==================== pipeline_hazard_ctrl
pipeline_hazard_ctrl, placement view:
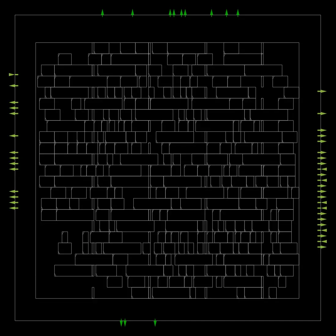
===== src/rtl/pipeline_hazard_ctrl.sv =====
// Stall/bubble scheduler for the 5-stage pipeline.
// Arbitrates flush, memory wait, multi-cycle divide and load-use hazards.
module pipeline_hazard_ctrl #(
  parameter int DIV_CYCLES = 32,
  parameter int CNT_WIDTH  = 32
) (
  input  logic                 clk,
  input  logic                 rst,
  input  logic                 flush_req,
  input  logic                 load_use_ID,
  input  logic                 div_start_EX,
  input  logic                 mem_req_MEM,
  input  logic                 mem_ready,
  output logic                 hold_PC,
  output logic                 hold_IF_ID,
  output logic                 hold_ID_EX,
  output logic                 hold_EX_MEM,
  output logic                 bubble_IF_ID,
  output logic                 bubble_ID_EX,
  output logic                 bubble_EX_MEM,
  output logic                 bubble_MEM_WB,
  output logic                 div_busy,
  output logic                 div_done,
  output logic [CNT_WIDTH-1:0] stall_cycles
);

  localparam int DW = $clog2(DIV_CYCLES + 1);
  localparam logic [DW-1:0] DIV_LOAD = DW'(DIV_CYCLES - 1);

  typedef enum logic [1:0] {
    IDLE,
    MEM_WAIT,
    DIV_WAIT
  } state_e;

  state_e               state_q, state_d;
  logic [DW-1:0]        cnt_q, cnt_d;
  logic [CNT_WIDTH-1:0] stall_q, stall_d;
  logic                 mem_stall;

  assign mem_stall = mem_req_MEM & ~mem_ready;

  always_ff @(posedge clk or posedge rst) begin
    if (rst) begin
      state_q <= IDLE;
      cnt_q   <= '0;
      stall_q <= '0;
    end else begin
      state_q <= state_d;
      cnt_q   <= cnt_d;
      stall_q <= stall_d;
    end
  end

  always_comb begin
    state_d = state_q;
    cnt_d   = cnt_q;
    if (flush_req) begin
      state_d = IDLE;
      cnt_d   = '0;
    end else begin
      unique case (state_q)
        IDLE: begin
          if (mem_stall) begin
            state_d = MEM_WAIT;
          end else if (div_start_EX) begin
            state_d = DIV_WAIT;
            cnt_d   = DIV_LOAD;
          end
        end
        MEM_WAIT: begin
          if (mem_ready) state_d = IDLE;
        end
        DIV_WAIT: begin
          if (cnt_q == '0) state_d = IDLE;
          else cnt_d = cnt_q - DW'(1);
        end
        default: begin
          state_d = IDLE;
          cnt_d   = '0;
        end
      endcase
    end
  end

  always_comb begin
    hold_PC       = 1'b0;
    hold_IF_ID    = 1'b0;
    hold_ID_EX    = 1'b0;
    hold_EX_MEM   = 1'b0;
    bubble_IF_ID  = 1'b0;
    bubble_ID_EX  = 1'b0;
    bubble_EX_MEM = 1'b0;
    bubble_MEM_WB = 1'b0;
    div_busy      = 1'b0;
    div_done      = 1'b0;
    if (!rst) begin
      div_busy = (state_q == DIV_WAIT);
      if (flush_req) begin
        bubble_IF_ID  = 1'b1;
        bubble_ID_EX  = 1'b1;
        bubble_EX_MEM = 1'b1;
      end else begin
        unique case (state_q)
          IDLE: begin
            if (mem_stall) begin
              {hold_PC, hold_IF_ID, hold_ID_EX, hold_EX_MEM} = 4'hf;
              bubble_MEM_WB = 1'b1;
            end else if (div_start_EX) begin
              {hold_PC, hold_IF_ID, hold_ID_EX} = 3'b111;
              bubble_EX_MEM = 1'b1;
            end else if (load_use_ID) begin
              {hold_PC, hold_IF_ID} = 2'b11;
              bubble_ID_EX = 1'b1;
            end
          end
          MEM_WAIT: begin
            if (!mem_ready) begin
              {hold_PC, hold_IF_ID, hold_ID_EX, hold_EX_MEM} = 4'hf;
              bubble_MEM_WB = 1'b1;
            end
          end
          DIV_WAIT: begin
            if (cnt_q != '0) begin
              {hold_PC, hold_IF_ID, hold_ID_EX} = 3'b111;
              bubble_EX_MEM = 1'b1;
            end else begin
              div_done = 1'b1;
            end
          end
          default: ;
        endcase
      end
    end
  end

  // Counter wraps naturally at 2^CNT_WIDTH; flush leaves it alone.
  assign stall_d      = hold_PC ? stall_q + CNT_WIDTH'(1) : stall_q;
  assign stall_cycles = stall_q;

endmodule


===== config.mk =====
export PLATFORM = sky130hd
export DESIGN_NAME = pipeline_hazard_ctrl
export DESIGN_NICKNAME = d
export VERILOG_FILES = /design/src/rtl/pipeline_hazard_ctrl.sv
export SDC_FILE = /design/constraint.sdc
export NUM_CORES = 1
export LEC_CHECK = 0
export CORE_MARGIN = 5
export CORE_UTILIZATION = 50
export DETAILED_ROUTE_END_ITERATION = 8
export GPL_TIMING_DRIVEN = 0
export PLACE_DENSITY = 0.8
export SETUP_SLACK_MARGIN = 0.3
export SLEW_MARGIN = 10
export SYNTH_ARGS = -nofsm -noshare
export SYNTH_HDL_FRONTEND = slang
export SYNTH_SLANG_ARGS = --single-unit

===== constraint.sdc =====
create_clock -name clk -period 3.2 [get_ports clk]
set_input_delay 0.96 -clock clk [delete_from_list [all_inputs] [get_ports clk]]
set_output_delay 0.96 -clock clk [all_outputs]
set_load 0.01 [all_outputs]

==> changes_impl.md <==
### Metrics

* Simple-Gate Fraction of Synth Area at 0.258
* # Cells Yosys at roughly 210
* Worst setup path end: hold_PC
* RSZ-0062 raised after global routing: true
* FILL cells at about 310
* PD cells at about 440 nW/µm²
* Sequential power share at 0.490
* Adder Share, Synth at 0.0179
* Layout cell share with drive strength beyond 1 at 0.187
* Largest net degree at the start of global routing at 28
* Tmin final at 2910 ps
* Arr. time, crit path at just under 2000 ps
* Hold path start: stall_cycles[31]
* Status: finished, final reports clean
* Mux share at 0.00477
* Final nets at around 290
* R2r setup slk at between 1000 and 1500 ps
* Placed inst area at ~2700 µm²
* Synthesized Nets at 223
* Synth logic family: simple AND/OR/NAND/NOR gates
* Diodes inserted at 0
* FF+latch area at 1000 µm²
* Top cells by count, synth: dfrtp_1 (40), xnor2_1 (25), nand2_1 (20), nor2_1 (18), nand3_1 (16)
* Util after Layout at 0.712
* Area fraction in xor and xnor cells at 0.134
* Worst relative slew slack at 0.477
* Cycle use final at 0.910
* Post-synthesis cell type count at 38
* Gr usage total at 0.198
* Worst min path class: register to register
* Core Density at Floorplan at 0.520
* Fin cells at between 300 and 400
* Synthesized area at around 2100 µm²
* First-pass GRT wire length at 8420 µm
* Worst setup SP type: input pin
* Synth area leader: dfrtp_1
* Warnings from Yosys at 0
* # H-tree levels at 2
* Root buf cell: clkbuf_8
* Hold Path Depth at 1
* Post-synth seq share at 0.477
## Picture notes: 'placement view' of pipeline_hazard_ctrl
FF+latch count: 40
total core area: 4030 µm²
Seq area share: 0.349
Row Count: 23

[state kept, by name (all words and copies together), names as in the netlist]
register,flops
cnt_q,6
state_q,2
stall_cycles,32
[layer usage]
layer	global-route usage	vias up	routed length, µm
met4	0.0474	0	28
met2	0.326	55	2450
li1	-	869	-
met1	0.264	854	2200
met5	0	-	0
met3	0.0507	5	322
[cell type report]
type	instances	share of cell area
multi-input combinational	158	0.383
sequential	40	0.349
timing repair buffer	57	0.188
clock buffer	5	0.0240
tap	50	0.0218
buffer	6	0.0157
inverter	9	0.0118
clock inverter	3	0.00654
[power by group through the flow]
| stage | clock network (mW) | logic, mW | registers [mW] |
|---|---|---|---|
| floorplan | 0 | 0.145 | 0.622 |
| global placement | 0 | 0.269 | 0.618 |
| detailed placement | 0 | 0.277 | 0.618 |
| CTS | 0.347 | 0.291 | 0.613 |
| global route | 0.368 | 0.336 | 0.623 |
| finish | 0.334 | 0.304 | 0.614 |
[repair_timing]
| action | in CTS | in global routing |
|---|---|---|
| resized | 46 | 27 |
| pin swaps | 3 | 7 |
| setup buffers | 7 | 2 |
| endpoints found under the setup margin | 9 | 7 |

==================== wb_commit
wb_commit, the metal 1 layer:
Scale bar: 50 µm.
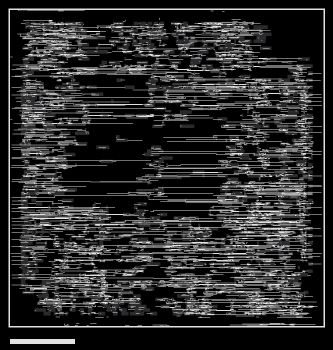
wb_commit, metal 2:
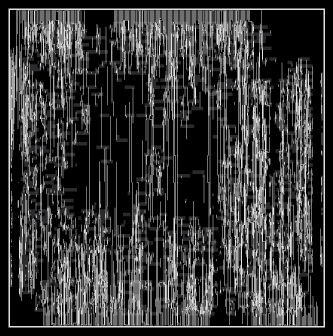
[src/rtl/wb_commit.sv]
// Writeback/commit stage: retires one instruction per cycle and drives the
// register-file write, CSR write, exception/ERTN commit and fetch redirect.
module wb_commit #(
    parameter int          DRAIN_CYCLES = 3,
    parameter logic [31:0] RESET_PC     = 32'h1c000000
) (
    input  logic        clk,
    input  logic        rst,
    input  logic        wb_valid,
    input  logic [31:0] wb_pc,
    input  logic [31:0] wb_exe_out,
    input  logic        wb_is_load,
    input  logic        wb_ld_unsigned,
    input  logic [31:0] wb_rdata,
    input  logic [31:0] wb_mm_addr,
    input  logic [1:0]  wb_mm_access_sz,
    input  logic [4:0]  wb_reg_d,
    input  logic        wb_reg_d_wen,
    input  logic        wb_csr_we,
    input  logic [13:0] wb_csr_addr,
    input  logic [31:0] wb_csr_wdata,
    input  logic [31:0] wb_csr_wmask,
    input  logic        wb_adef,
    input  logic        wb_sys,
    input  logic        wb_brk,
    input  logic        wb_ine,
    input  logic        wb_ale,
    input  logic        wb_interrupt,
    input  logic [5:0]  wb_ecode,
    input  logic [8:0]  wb_esubcode,
    input  logic        wb_ertn,
    input  logic        wb_flush_before,
    input  logic [31:0] csr_eentry,
    input  logic [31:0] csr_era,
    output logic        rf_we,
    output logic [4:0]  rf_waddr,
    output logic [31:0] rf_wdata,
    output logic        csr_we,
    output logic [13:0] csr_addr,
    output logic [31:0] csr_wdata,
    output logic [31:0] csr_wmask,
    output logic        ex_commit,
    output logic [5:0]  ex_ecode,
    output logic [8:0]  ex_esubcode,
    output logic [31:0] ex_era,
    output logic        ex_badv_we,
    output logic [31:0] ex_badv,
    output logic        ertn_commit,
    output logic        redirect_valid,
    output logic [31:0] redirect_pc,
    output logic        pipe_flush,
    output logic [31:0] debug_pc,
    output logic [3:0]  debug_rf_we,
    output logic [4:0]  debug_rf_wnum,
    output logic [31:0] debug_rf_wdata
);

    // state | meaning
    // RUN   | retiring instructions normally
    // DRAIN | redirect taken; pipe_flush held, incoming instructions discarded
    typedef enum logic {RUN = 1'b0, DRAIN = 1'b1} state_t;

    localparam logic [3:0] DRAIN_LAST = 4'(DRAIN_CYCLES - 1);

    state_t      state_q;
    logic [3:0]  cnt_q;

    logic        live;
    logic        exc;
    logic        redirect;
    logic [7:0]  byte_lane;
    logic [15:0] half_lane;
    logic [31:0] ld_data;
    logic [31:0] wdata_d;

    assign live     = wb_valid && (state_q == RUN);
    assign exc      = wb_adef | wb_sys | wb_brk | wb_ine | wb_ale | wb_interrupt;
    assign redirect = live && (exc || wb_ertn || wb_flush_before);

    always_comb begin
        byte_lane = 8'h00;
        case (wb_mm_addr[1:0])
            2'd0: byte_lane = wb_rdata[7:0];
            2'd1: byte_lane = wb_rdata[15:8];
            2'd2: byte_lane = wb_rdata[23:16];
            2'd3: byte_lane = wb_rdata[31:24];
            default: byte_lane = 8'h00;
        endcase
        half_lane = wb_mm_addr[1] ? wb_rdata[31:16] : wb_rdata[15:0];
        case (wb_mm_access_sz)
            2'd0:    ld_data = {{24{~wb_ld_unsigned & byte_lane[7]}}, byte_lane};
            2'd1:    ld_data = {{16{~wb_ld_unsigned & half_lane[15]}}, half_lane};
            default: ld_data = wb_rdata;
        endcase
        wdata_d = wb_is_load ? ld_data : wb_exe_out;
    end

    always_ff @(posedge clk) begin
        if (rst) begin
            state_q        <= RUN;
            cnt_q          <= 4'd0;
            rf_we          <= 1'b0;
            rf_waddr       <= 5'd0;
            rf_wdata       <= 32'd0;
            csr_we         <= 1'b0;
            csr_addr       <= 14'd0;
            csr_wdata      <= 32'd0;
            csr_wmask      <= 32'd0;
            ex_commit      <= 1'b0;
            ex_ecode       <= 6'd0;
            ex_esubcode    <= 9'd0;
            ex_era         <= 32'd0;
            ex_badv_we     <= 1'b0;
            ex_badv        <= 32'd0;
            ertn_commit    <= 1'b0;
            redirect_valid <= 1'b0;
            redirect_pc    <= 32'd0;
            pipe_flush     <= 1'b0;
            debug_pc       <= RESET_PC;
            debug_rf_we    <= 4'd0;
            debug_rf_wnum  <= 5'd0;
            debug_rf_wdata <= 32'd0;
        end else begin
            rf_we          <= 1'b0;
            csr_we         <= 1'b0;
            ex_commit      <= 1'b0;
            ex_badv_we     <= 1'b0;
            ertn_commit    <= 1'b0;
            redirect_valid <= 1'b0;
            debug_rf_we    <= 4'd0;

            case (state_q)
                RUN: begin
                    if (redirect) begin
                        state_q    <= DRAIN;
                        cnt_q      <= DRAIN_LAST;
                        pipe_flush <= 1'b1;
                    end else begin
                        pipe_flush <= 1'b0;
                    end
                end
                DRAIN: begin
                    if (cnt_q == 4'd0) begin
                        state_q    <= RUN;
                        pipe_flush <= 1'b0;
                    end else begin
                        cnt_q      <= cnt_q - 4'd1;
                        pipe_flush <= 1'b1;
                    end
                end
                default: begin
                    state_q    <= RUN;
                    pipe_flush <= 1'b0;
                end
            endcase

            // Exception outranks ERTN, which outranks a normal commit.
            if (live) begin
                if (exc) begin
                    ex_commit      <= 1'b1;
                    ex_ecode       <= wb_ecode;
                    ex_esubcode    <= wb_esubcode;
                    ex_era         <= wb_pc;
                    ex_badv_we     <= wb_adef | wb_ale;
                    ex_badv        <= wb_adef ? wb_pc : wb_mm_addr;
                    redirect_valid <= 1'b1;
                    redirect_pc    <= csr_eentry;
                end else if (wb_ertn) begin
                    ertn_commit    <= 1'b1;
                    redirect_valid <= 1'b1;
                    redirect_pc    <= csr_era;
                end else begin
                    rf_we          <= wb_reg_d_wen && (wb_reg_d != 5'd0);
                    rf_waddr       <= wb_reg_d;
                    rf_wdata       <= wdata_d;
                    csr_we         <= wb_csr_we;
                    csr_addr       <= wb_csr_addr;
                    csr_wdata      <= wb_csr_wdata;
                    csr_wmask      <= wb_csr_wmask;
                    debug_pc       <= wb_pc;
                    debug_rf_we    <= {4{wb_reg_d_wen && (wb_reg_d != 5'd0)}};
                    debug_rf_wnum  <= wb_reg_d;
                    debug_rf_wdata <= wdata_d;
                    if (wb_flush_before) begin
                        redirect_valid <= 1'b1;
                        redirect_pc    <= wb_pc + 32'd4;
                    end
                end
            end
        end
    end

endmodule

[config.mk]
export PLATFORM = sky130hd
export DESIGN_NAME = wb_commit
export DESIGN_NICKNAME = d
export VERILOG_FILES = /design/src/rtl/wb_commit.sv
export SDC_FILE = /design/constraint.sdc
export NUM_CORES = 1
export LEC_CHECK = 0
export ABC_AREA = 1
export CAP_MARGIN = 10
export CORE_AREA = 8 8 233 235
export DETAILED_ROUTE_END_ITERATION = 10
export DIE_AREA = 0 0 241 243
export DONT_BUFFER_PORTS = 1
export GPL_TIMING_DRIVEN = 0
export PLACE_DENSITY = 0.34
export SYNTH_ARGS = -nofsm -noshare
export SYNTH_HDL_FRONTEND = slang
export SYNTH_SLANG_ARGS = --single-unit
[constraint.sdc]
create_clock -name clk -period 1.3 [get_ports clk]
set_input_delay 0.26 -clock clk [delete_from_list [all_inputs] [get_ports clk]]
set_output_delay 0.26 -clock clk [all_outputs]
set_load 0.05 [all_outputs]
==> changes_impl.md <==
### Metrics

* Flip-flops with a built-in enable at 0
* Largest Pwr Group: the clock network
* Post-synthesis cell type count at 34
* ClkCell Share at 0.0657
* Root buf cell: clkbuf_16
* P_clk at around 11 mW
* Final setup viols at between 400 and 500
* Vias at ~13000
* Initial DRC Count at a little under 600
* NetSw at 7.10 mW
* Slew at the pin with the worst max-slew slack at slightly below 900 ps
* Drt drc at 0
* Comb/total area at 0.314
* Final Power at approximately 23 mW
* Status: finished with violations
* FF+latch area at slightly above 6000 µm²
* P_leak at ~8 nW
* Worst setup margin at -209 ps
* Buffers on Ports at 0
* Area fraction in xor and xnor cells at 0.00436
* Fmax at 663 MHz
* Most frequent cells in the layout: nor2_1 (274), dlygate4sd3_1 (241), nand2_1 (212), a21oi_1 (206), dfxtp_4 (148)
* Top class by area: flip-flops and latches
* Main flop type: dfxtp_1
* Layout non-clock buf frac at 0.234
* Cell area leaders: dfxtp_1 (45%), o21ai_0 (10%), nor2_1 (9.8%)
* Max-slew violations at 0
* Worst-case clock buffer depth at 3
* Failing checks: negative setup slack
* Synth logic family: simple AND/OR/NAND/NOR gates
* Log Warnings at 29
* Core Density at Floorplan at 0.238
* Sequential power share at 0.427
* Simple-Gate Fraction of Synth Area at 0.226
## Picture notes: 'the metal 1 layer' of wb_commit
The longest straight run is 77.7 µm. The wires run mostly horizontal. The layer holds 38% of the routed length.

## Picture notes: 'metal 2' of wb_commit
The wires run mostly vertical. The longest straight run is 147 µm. The layer holds 50% of the routed length.

-- cell usage after synthesis, types with 6 or more instances --
master	n
nand2_1	218
a21oi_1	226
or2_2	25
nand4_1	10
nand3_1	65
buf_4	50
a22oi_1	12
inv_2	12
o211ai_1	6
buf_2	51
o21ai_0	249
inv_1	85
o21ai_1	22
dfxtp_1	269
nor2_1	316
clkbuf_1	48
-- final timing paths --
path / startpoint / to / slack [ps] / cells past startpoint
max: state_q / csr_wdata[4] / -210 / 9
min: wb_exe_out[25] / debug_rf_wdata[25] / 10 / 3
max reg2reg: state_q / csr_wdata[4] / -210 / 9
min reg2reg: cnt_q[3] / cnt_q[3] / 490 / 2
-- timing repair --
action                                 in CTS  in global routing
pin swaps                                   2                  7
setup endpoints to repair                 574                478
cloned                                      3                  5
setup buffers                               2                  9
hold buffers                              243                  0
gates resized                             571                248
endpoints found under the hold margin     259                  0
-- layer usage --
metal	GRT usage	vias to the layer above	part of all wire	wire length [µm]
li1	-	6199	-	-
met1	0.238	6221	0.38	25800
met2	0.385	491	0.50	34000
met3	0.0848	107	0.094	6410
met4	0.0759	2	0.034	2340
met5	0	-	0.00022	15


## Gallery

Metal 3.
picture 1
Scale bar: 20 µm.
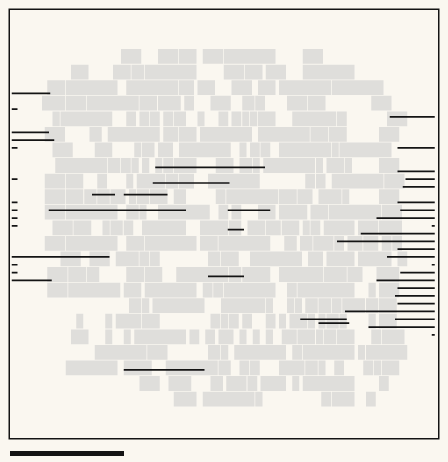
picture 2
Scale bar: 50 µm.
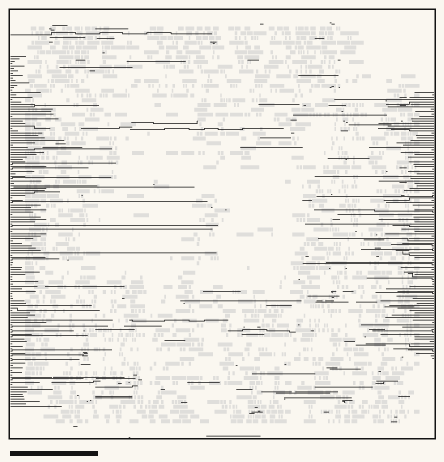
- largest die: picture 2
Picture 2 is wb_commit.
Picture 1 is pipeline_hazard_ctrl.

Key to picture 2:
The layer holds 9.4% of the routed length. The layer carries 6410 µm of wire. 334 nets have wire on it. The longest straight run is 117 µm. The wires run mostly horizontal.

Power figures rest on the tool's default switching activity, not on a simulated workload.
